# ---- design 1 ----
Figure 1. Local utilization (design 1).
Drawn at 0.5 px/um. 26 x 36 tiles, from dark blue (low) to red (high), 0 to 100% covered.
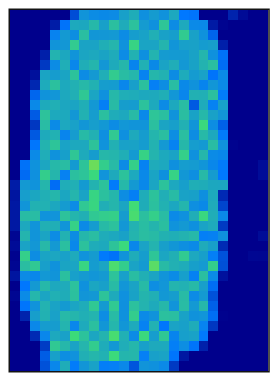

<file path="config.mk">
export PLATFORM = sky130hd
export DESIGN_NAME = mem_responder_flat
export DESIGN_NICKNAME = d
export VERILOG_FILES = /design/src/rtl/mem_responder_if.sv /design/src/rtl/mem_responder.sv /design/src/flat_wrapper.sv
export SDC_FILE = /design/constraint.sdc
export NUM_CORES = 2
export LEC_CHECK = 0
export CELL_PAD_IN_SITES_DETAIL_PLACEMENT = 2
export CELL_PAD_IN_SITES_GLOBAL_PLACEMENT = 2
export CORE_ASPECT_RATIO = 1.4
export CORE_UTILIZATION = 25
export CTS_BUF_LIST = sky130_fd_sc_hd__clkbuf_4
export CTS_CLUSTER_DIAMETER = 150
export CTS_CLUSTER_SIZE = 12
export DETAILED_ROUTE_END_ITERATION = 6
export PLACE_DENSITY = 0.6
export SYNTH_ARGS = -nofsm -noshare
export SYNTH_HDL_FRONTEND = slang
export SYNTH_SLANG_ARGS = --single-unit
</file>
<file path="constraint.sdc">
create_clock -name i_clk -period 5.09 [get_ports i_clk]
set_input_delay 1.018 -clock i_clk [delete_from_list [all_inputs] [get_ports i_clk]]
set_output_delay 1.018 -clock i_clk [all_outputs]
set_load 0.05 [all_outputs]
</file>
<file path="src/rtl/mem_responder_if.sv">
// Request/response bus between an initiator and mem_responder.
//   req      : initiator request strobe; wr/address/data_in valid while high
//   wr       : 1 = write, 0 = read
//   address  : byte address
//   data_in  : write data
//   data_out : registered read data
//   ack      : one-cycle completion pulse
//   busy     : responder is not idle
//   erro     : error flag, valid with ack
interface mem_responder_if;
   logic        req;
   logic        wr;
   logic [31:0] address;
   logic [31:0] data_in;
   logic [31:0] data_out;
   logic        ack;
   logic        busy;
   logic        erro;

   modport slave  (input  req, wr, address, data_in,
                   output data_out, ack, busy, erro);
   modport master (output req, wr, address, data_in,
                   input  data_out, ack, busy, erro);
endinterface

</file>
<file path="src/rtl/mem_responder.sv">
// Word-addressed memory responder with a fixed number of wait states per access.
// Ports:
//   i_clk   : single clock, rising edge
//   i_rst_n : asynchronous active-low reset; clears state, outputs and array
//   io_bus  : mem_responder_if slave side (req/wr/address/data_in in,
//             data_out/ack/busy/erro out)
//
// state  | meaning
// -------+-------------------------------------------------------------
// IDLE   | waiting for req; request fields latched when req is seen
// WAIT   | counting WAIT_STATES cycles, incoming req ignored
// RESP   | ack high for this single cycle, then back to IDLE
module mem_responder #(
   parameter int DEPTH       = 64,
   parameter int WAIT_STATES = 2
) (
   input  logic            i_clk,
   input  logic            i_rst_n,
   mem_responder_if.slave  io_bus
);

   typedef enum logic [1:0] {ST_IDLE, ST_WAIT, ST_RESP} state_t;

   localparam int         IDX_W    = (DEPTH > 1) ? $clog2(DEPTH) : 1;
   localparam logic [3:0] CNT_LAST = (WAIT_STATES > 0) ? 4'(WAIT_STATES - 1) : 4'd0;

   state_t        r_state;
   state_t        w_state_nxt;
   logic [3:0]    r_cnt;
   logic [3:0]    w_cnt_nxt;
   logic          r_wr;
   logic [31:0]   r_addr;
   logic [31:0]   r_wdata;
   logic          r_ack;
   logic          r_erro;
   logic [31:0]   r_dout;
   logic [31:0]   r_mem [DEPTH];

   logic          w_take;
   logic          w_commit;
   logic          w_cur_wr;
   logic [31:0]   w_cur_addr;
   logic [31:0]   w_cur_wdata;
   logic          w_err;
   logic [IDX_W-1:0] w_idx;

   always_comb begin
      w_state_nxt = r_state;
      w_cnt_nxt   = r_cnt;
      w_take      = 1'b0;
      w_commit    = 1'b0;
      case (r_state)
         ST_IDLE: begin
            if (io_bus.req) begin
               w_take    = 1'b1;
               w_cnt_nxt = 4'd0;
               if (WAIT_STATES == 0) begin
                  w_state_nxt = ST_RESP;
                  w_commit    = 1'b1;
               end else begin
                  w_state_nxt = ST_WAIT;
               end
            end
         end
         ST_WAIT: begin
            if (r_cnt == CNT_LAST) begin
               w_state_nxt = ST_RESP;
               w_commit    = 1'b1;
               w_cnt_nxt   = 4'd0;
            end else begin
               w_cnt_nxt = r_cnt + 4'd1;
            end
         end
         ST_RESP: w_state_nxt = ST_IDLE;
         default: w_state_nxt = ST_IDLE;
      endcase
   end

   // With zero wait states the commit happens on the sampling edge itself,
   // so the live bus fields stand in for the not-yet-latched copies.
   assign w_cur_wr    = (r_state == ST_IDLE) ? io_bus.wr      : r_wr;
   assign w_cur_addr  = (r_state == ST_IDLE) ? io_bus.address : r_addr;
   assign w_cur_wdata = (r_state == ST_IDLE) ? io_bus.data_in : r_wdata;

   assign w_err = (w_cur_addr[1:0] != 2'b00) ||
                  ({2'b00, w_cur_addr[31:2]} >= 32'(DEPTH));
   assign w_idx = w_cur_addr[IDX_W+1:2];

   always_ff @(posedge i_clk or negedge i_rst_n) begin
      if (!i_rst_n) begin
         r_state <= ST_IDLE;
         r_cnt   <= 4'd0;
         r_wr    <= 1'b0;
         r_addr  <= 32'd0;
         r_wdata <= 32'd0;
         r_ack   <= 1'b0;
         r_erro  <= 1'b0;
         r_dout  <= 32'd0;
      end else begin
         r_state <= w_state_nxt;
         r_cnt   <= w_cnt_nxt;
         r_ack   <= w_commit;
         if (w_take) begin
            r_wr    <= io_bus.wr;
            r_addr  <= io_bus.address;
            r_wdata <= io_bus.data_in;
         end
         if (w_commit) begin
            r_erro <= w_err;
            if (w_err)
               r_dout <= 32'd0;
            else if (!w_cur_wr)
               r_dout <= r_mem[w_idx];
         end
      end
   end

   // Array is cleared by reset, so an aborted write can never land.
   always_ff @(posedge i_clk or negedge i_rst_n) begin
      if (!i_rst_n) begin
         for (int i = 0; i < DEPTH; i++)
            r_mem[i] <= 32'd0;
      end else if (w_commit && w_cur_wr && !w_err) begin
         r_mem[w_idx] <= w_cur_wdata;
      end
   end

   assign io_bus.data_out = r_dout;
   assign io_bus.ack      = r_ack;
   assign io_bus.erro     = r_erro;
   assign io_bus.busy     = (r_state != ST_IDLE);

endmodule

</file>
<file path="src/flat_wrapper.sv">
// flat-port wrapper written by rule: the top's interface ports become plain ports
module mem_responder_flat 
#(
   parameter int DEPTH       = 64,
   parameter int WAIT_STATES = 2
)
  (i_clk, i_rst_n, io_bus_req, io_bus_wr, io_bus_address, io_bus_data_in, io_bus_data_out, io_bus_ack, io_bus_busy, io_bus_erro);
  mem_responder_if io_bus_i ();
  input  logic i_clk;
  input  logic i_rst_n;
  input wire logic [$bits(io_bus_i.req)-1:0] io_bus_req;
  input wire logic [$bits(io_bus_i.wr)-1:0] io_bus_wr;
  input wire logic [$bits(io_bus_i.address)-1:0] io_bus_address;
  input wire logic [$bits(io_bus_i.data_in)-1:0] io_bus_data_in;
  output wire logic [$bits(io_bus_i.data_out)-1:0] io_bus_data_out;
  output wire logic [$bits(io_bus_i.ack)-1:0] io_bus_ack;
  output wire logic [$bits(io_bus_i.busy)-1:0] io_bus_busy;
  output wire logic [$bits(io_bus_i.erro)-1:0] io_bus_erro;
  assign io_bus_i.req = io_bus_req;
  assign io_bus_i.wr = io_bus_wr;
  assign io_bus_i.address = io_bus_address;
  assign io_bus_i.data_in = io_bus_data_in;
  assign io_bus_data_out = io_bus_i.data_out;
  assign io_bus_ack = io_bus_i.ack;
  assign io_bus_busy = io_bus_i.busy;
  assign io_bus_erro = io_bus_i.erro;
  mem_responder #(.DEPTH(DEPTH), .WAIT_STATES(WAIT_STATES)) u_core (.i_clk(i_clk), .i_rst_n(i_rst_n), .io_bus(io_bus_i));
endmodule
</file>
# ---- design 2 ----
`src/rtl/program_feeder.sv`:
```
// program_feeder: 16-word program store loaded from switches and replayed
// word by word onto a processor input bus under EXT handshakes.
module program_feeder (
    input  logic       CLK,
    input  logic       RST,
    input  logic [9:0] SW_DATA,
    input  logic       LOAD_STB,
    input  logic       RUN_STB,
    input  logic       EXT,
    output logic [9:0] DATA_OUT,
    output logic       DATA_VALID,
    output logic [4:0] COUNT,
    output logic [3:0] RD_PTR,
    output logic [1:0] STATE,
    output logic       ERR
);
    typedef enum logic [1:0] {S_LOAD = 2'b00, S_RUN = 2'b01, S_HALT = 2'b10} state_t;
    state_t     state_q, state_d;
    logic [3:0] wr_ptr_q, wr_ptr_d, rd_ptr_q, rd_ptr_d;
    logic [4:0] count_q, count_d;
    logic       err_q, err_d;
    logic       load_prev_q, load_prev_d, run_prev_q, run_prev_d, arm_q, arm_d;
    logic [9:0] mem_q [16];
    logic       load_ev, run_ev, mem_we, last;

    // arm_q masks the first cycle after reset so a key held through reset release is not an edge
    always_comb begin
        load_prev_d = LOAD_STB;
        run_prev_d  = RUN_STB;
        arm_d       = 1'b1;
        load_ev     = arm_q & LOAD_STB & ~load_prev_q;
        run_ev      = arm_q & RUN_STB & ~run_prev_q;
        last        = {1'b0, rd_ptr_q} == count_q - 5'd1;
        state_d     = state_q;
        wr_ptr_d    = wr_ptr_q;
        rd_ptr_d    = rd_ptr_q;
        count_d     = count_q;
        err_d       = err_q;
        mem_we      = 1'b0;
        case (state_q)
            S_LOAD: begin
                if (load_ev) begin
                    if (count_q == 5'd16) begin
                        err_d = 1'b1;
                    end else begin
                        mem_we   = 1'b1;
                        wr_ptr_d = wr_ptr_q + 4'd1;
                        count_d  = count_q + 5'd1;
                    end
                end else if (run_ev && count_q != 5'd0) begin
                    state_d  = S_RUN;
                    rd_ptr_d = 4'd0;
                end
                if (EXT) err_d = 1'b1;
            end
            S_RUN: begin
                if (EXT) begin
                    rd_ptr_d = last ? 4'd0 : rd_ptr_q + 4'd1;
                    state_d  = last ? S_HALT : S_RUN;
                end
            end
            S_HALT: begin
                if (run_ev) begin
                    state_d  = S_RUN;
                    rd_ptr_d = 4'd0;
                end
                if (EXT) err_d = 1'b1;
            end
            default: state_d = S_LOAD;
        endcase
    end

    always_ff @(posedge CLK) begin
        if (RST) begin
            state_q     <= S_LOAD;
            wr_ptr_q    <= 4'd0;
            rd_ptr_q    <= 4'd0;
            count_q     <= 5'd0;
            err_q       <= 1'b0;
            load_prev_q <= 1'b0;
            run_prev_q  <= 1'b0;
            arm_q       <= 1'b0;
        end else begin
            state_q     <= state_d;
            wr_ptr_q    <= wr_ptr_d;
            rd_ptr_q    <= rd_ptr_d;
            count_q     <= count_d;
            err_q       <= err_d;
            load_prev_q <= load_prev_d;
            run_prev_q  <= run_prev_d;
            arm_q       <= arm_d;
        end
    end

    always_ff @(posedge CLK) begin
        if (mem_we && !RST) mem_q[wr_ptr_q] <= SW_DATA;
    end

    assign DATA_VALID = (state_q == S_RUN) && !RST;
    assign DATA_OUT   = DATA_VALID ? mem_q[rd_ptr_q] : 10'd0;
    assign COUNT      = count_q;
    assign RD_PTR     = rd_ptr_q;
    assign STATE      = state_q;
    assign ERR        = err_q;
endmodule

```
`config.mk`:
```
export PLATFORM = sky130hd
export DESIGN_NAME = program_feeder
export DESIGN_NICKNAME = d
export VERILOG_FILES = /design/src/rtl/program_feeder.sv
export SDC_FILE = /design/constraint.sdc
export NUM_CORES = 1
export LEC_CHECK = 0
export ABC_AREA = 1
export CAP_MARGIN = 20
export CORE_MARGIN = 5
export CORE_UTILIZATION = 39
export CTS_BUF_LIST = sky130_fd_sc_hd__clkbuf_4
export CTS_CLUSTER_DIAMETER = 40
export DETAILED_ROUTE_END_ITERATION = 10
export PLACE_DENSITY_LB_ADDON = 0.15
export SLEW_MARGIN = 20
export SYNTH_ARGS = -nofsm -noshare
export SYNTH_HDL_FRONTEND = slang
export SYNTH_SLANG_ARGS = --single-unit
```
`constraint.sdc`:
```
create_clock -name CLK -period 2.4 [get_ports CLK]
set_input_delay 0.36 -clock CLK [delete_from_list [all_inputs] [get_ports CLK]]
set_output_delay 0.36 -clock CLK [all_outputs]
set_load 0.005 [all_outputs]
```
Figure 2. Nets reached from selected ports (design 2).
Drawn at 2 px/um.
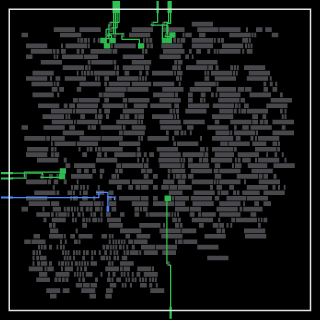
legend:
  green:
    port: `DATA_OUT`
    bits: 10
    direction: output
    end_cells: 10
    buffers: 10
    wire: 261 um
  blue:
    port: `DATA_VALID`
    bits: 1
    direction: output
    end_cells: 1
    buffers: 1
    wire: 64.6 um
count of input and output buffers: 37
Boundary Pins: 38

==> deck_impl_summary.md, design 2 <==
Flow Results at a Glance

Layout
  – Antenna diodes: 2
  – Largest cell class by area: sequential cells
  – Layout Cells excl Fill: 1046

Outcome
  – Failing checks: setup timing
  – Status: finished with violations

Routing
  – DR pass1 iterations: 5

Power
  – P per Cell Area: 617.3 nW/um^2
  – Internal power: 4.244 mW
  – Pleak: 3.295 nW

STA
  – Final worst slack: -0.1409 ns
  – Setup-failing EPs final: 10

Die
  – Well tap count: 265
  – Chip height: 149.9 um

Placement
  – RePlAce Congestion: 0.7971
  – Placed inst area: 8547 um^2

Clocking
  – Post-CTS Resized: 104

GRT
  – Grt peak-use layer: met2
  – First-pass GRT wire length: 31.44 mm
  – Tot GR Track Use: 18.90%

Critical path
  – Buf+Inv Stages, Crit Path: 5

Synth
  – Ao+oa area frac: 11.05%
  – Count leader, synth: edfxtp_1

Flow run
  – Max_cap viols: 0
Figure 3. Congestion heat map (design 1).
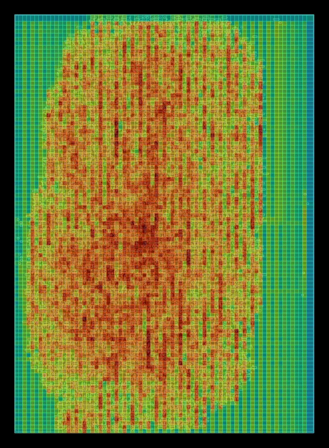
DR WL/cell: 30.80 um
GRT met1 Usage: 30.01%
met3 Use GR: 2.498%

Figure 4. Nets reached from selected ports (design 1).
Drawn at 1 px/um.
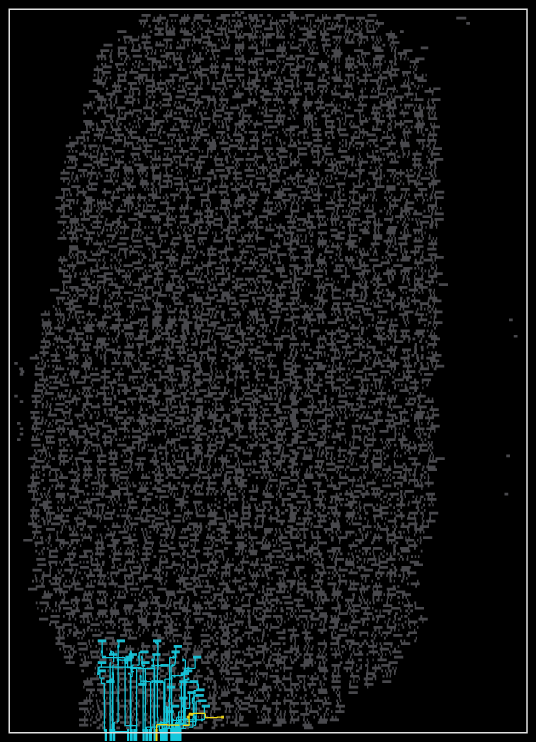
legend:
  yellow:
    port: `io_bus_req`
    bits: 1
    direction: input
    end_cells: 3
    buffers: 1
    wire: 89.6 um
  cyan:
    port: `io_bus_data_in`
    bits: 32
    direction: input
    end_cells: 64
    buffers: 32
    wire: 2430 um
count of input and output buffers: 102
Boundary Pins: 103

## Picture notes: Figure 1
nearly empty tiles: 24%
emptiest ninth of the die: lower right
mean over tiles: 26%
fullest tile: 56%

==> deck_impl_summary.md, design 1 <==
Flow Results at a Glance

Placement
  – Dpl cells: 14590

Synth
  – Mux cell area share: 0.9272%
  – Ao+oa area frac: 20.59%
  – Synth cell count leaders: nand2_1 (2645), dfrtp_1 (2153), o21ai_0 (1543)
  – Top cells by area: dfrtp_1 (58%), nand2_1 (11%), o21ai_0 (8.3%), o22ai_1 (2.7%), a21oi_1 (2.5%)
  – Post-Syn Instances: 9997
  – Synth warn: 0

Power
  – Power Clock: 8.04 mW
  – Pleak: 44.33 nW
  – Logic pwr share: 50.4%

Layout
  – Flop count: 2153
  – Buffering overhead: 6.575%
  – Comb/total area: 33.94%
  – CLK BUF: 208
  – Final std cell area, no fill: 103800 um^2

Critical path
  – Worst Path Class, Setup: flip-flop to primary output
  – Startpoint types: flip-flop
  – Worst Path Required: 4.07 ns
  – Buf+Inv Stages, Crit Path: 3
  – Critical path depth: 4
  – Crit. Startpoint: u_core.r_state[1]

GRT
  – Grt peak-use layer: met2
  – Initial antenna violation count: 29

STA
  – Setup-failing EPs final: 0
  – Pins over their slew limit: 0
  – Skew final: 0.1189 ns

Routing
  – Metal2 WL: 227.9 mm

Clocking
  – Root Buffer: clkbuf_4
  – Maximum clock path buffer count: 4
  – CTS Sinks: 2153
  – TritonCTS clock tree: yes
  – Clk ins delay skew pair: 1.44 ns
  – Num CTS Buffers: 205

Outcome
  – Status: completed

Die
  – FP Rows: 264

Flow run
  – OpenROAD warning count: 65


## Gallery

M4 wires.
panel A
Drawn at 1 px/um. Supply wires on this layer in grey.
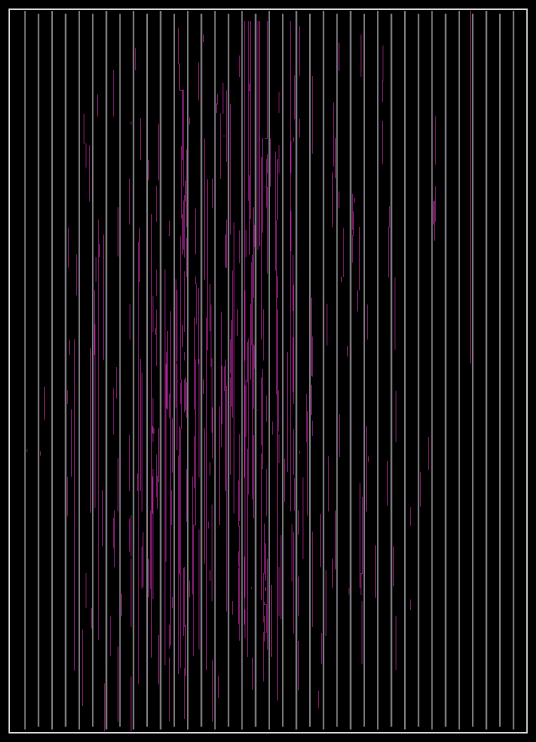
panel B
Drawn at 2 px/um. Supply wires on this layer in grey.
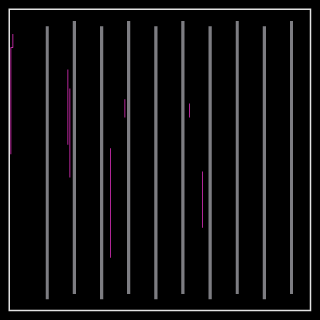
- panel A = design 1
- panel B = design 2
The one with the largest die is panel A.

Power figures rest on the tool's default switching activity, not on a simulated workload.
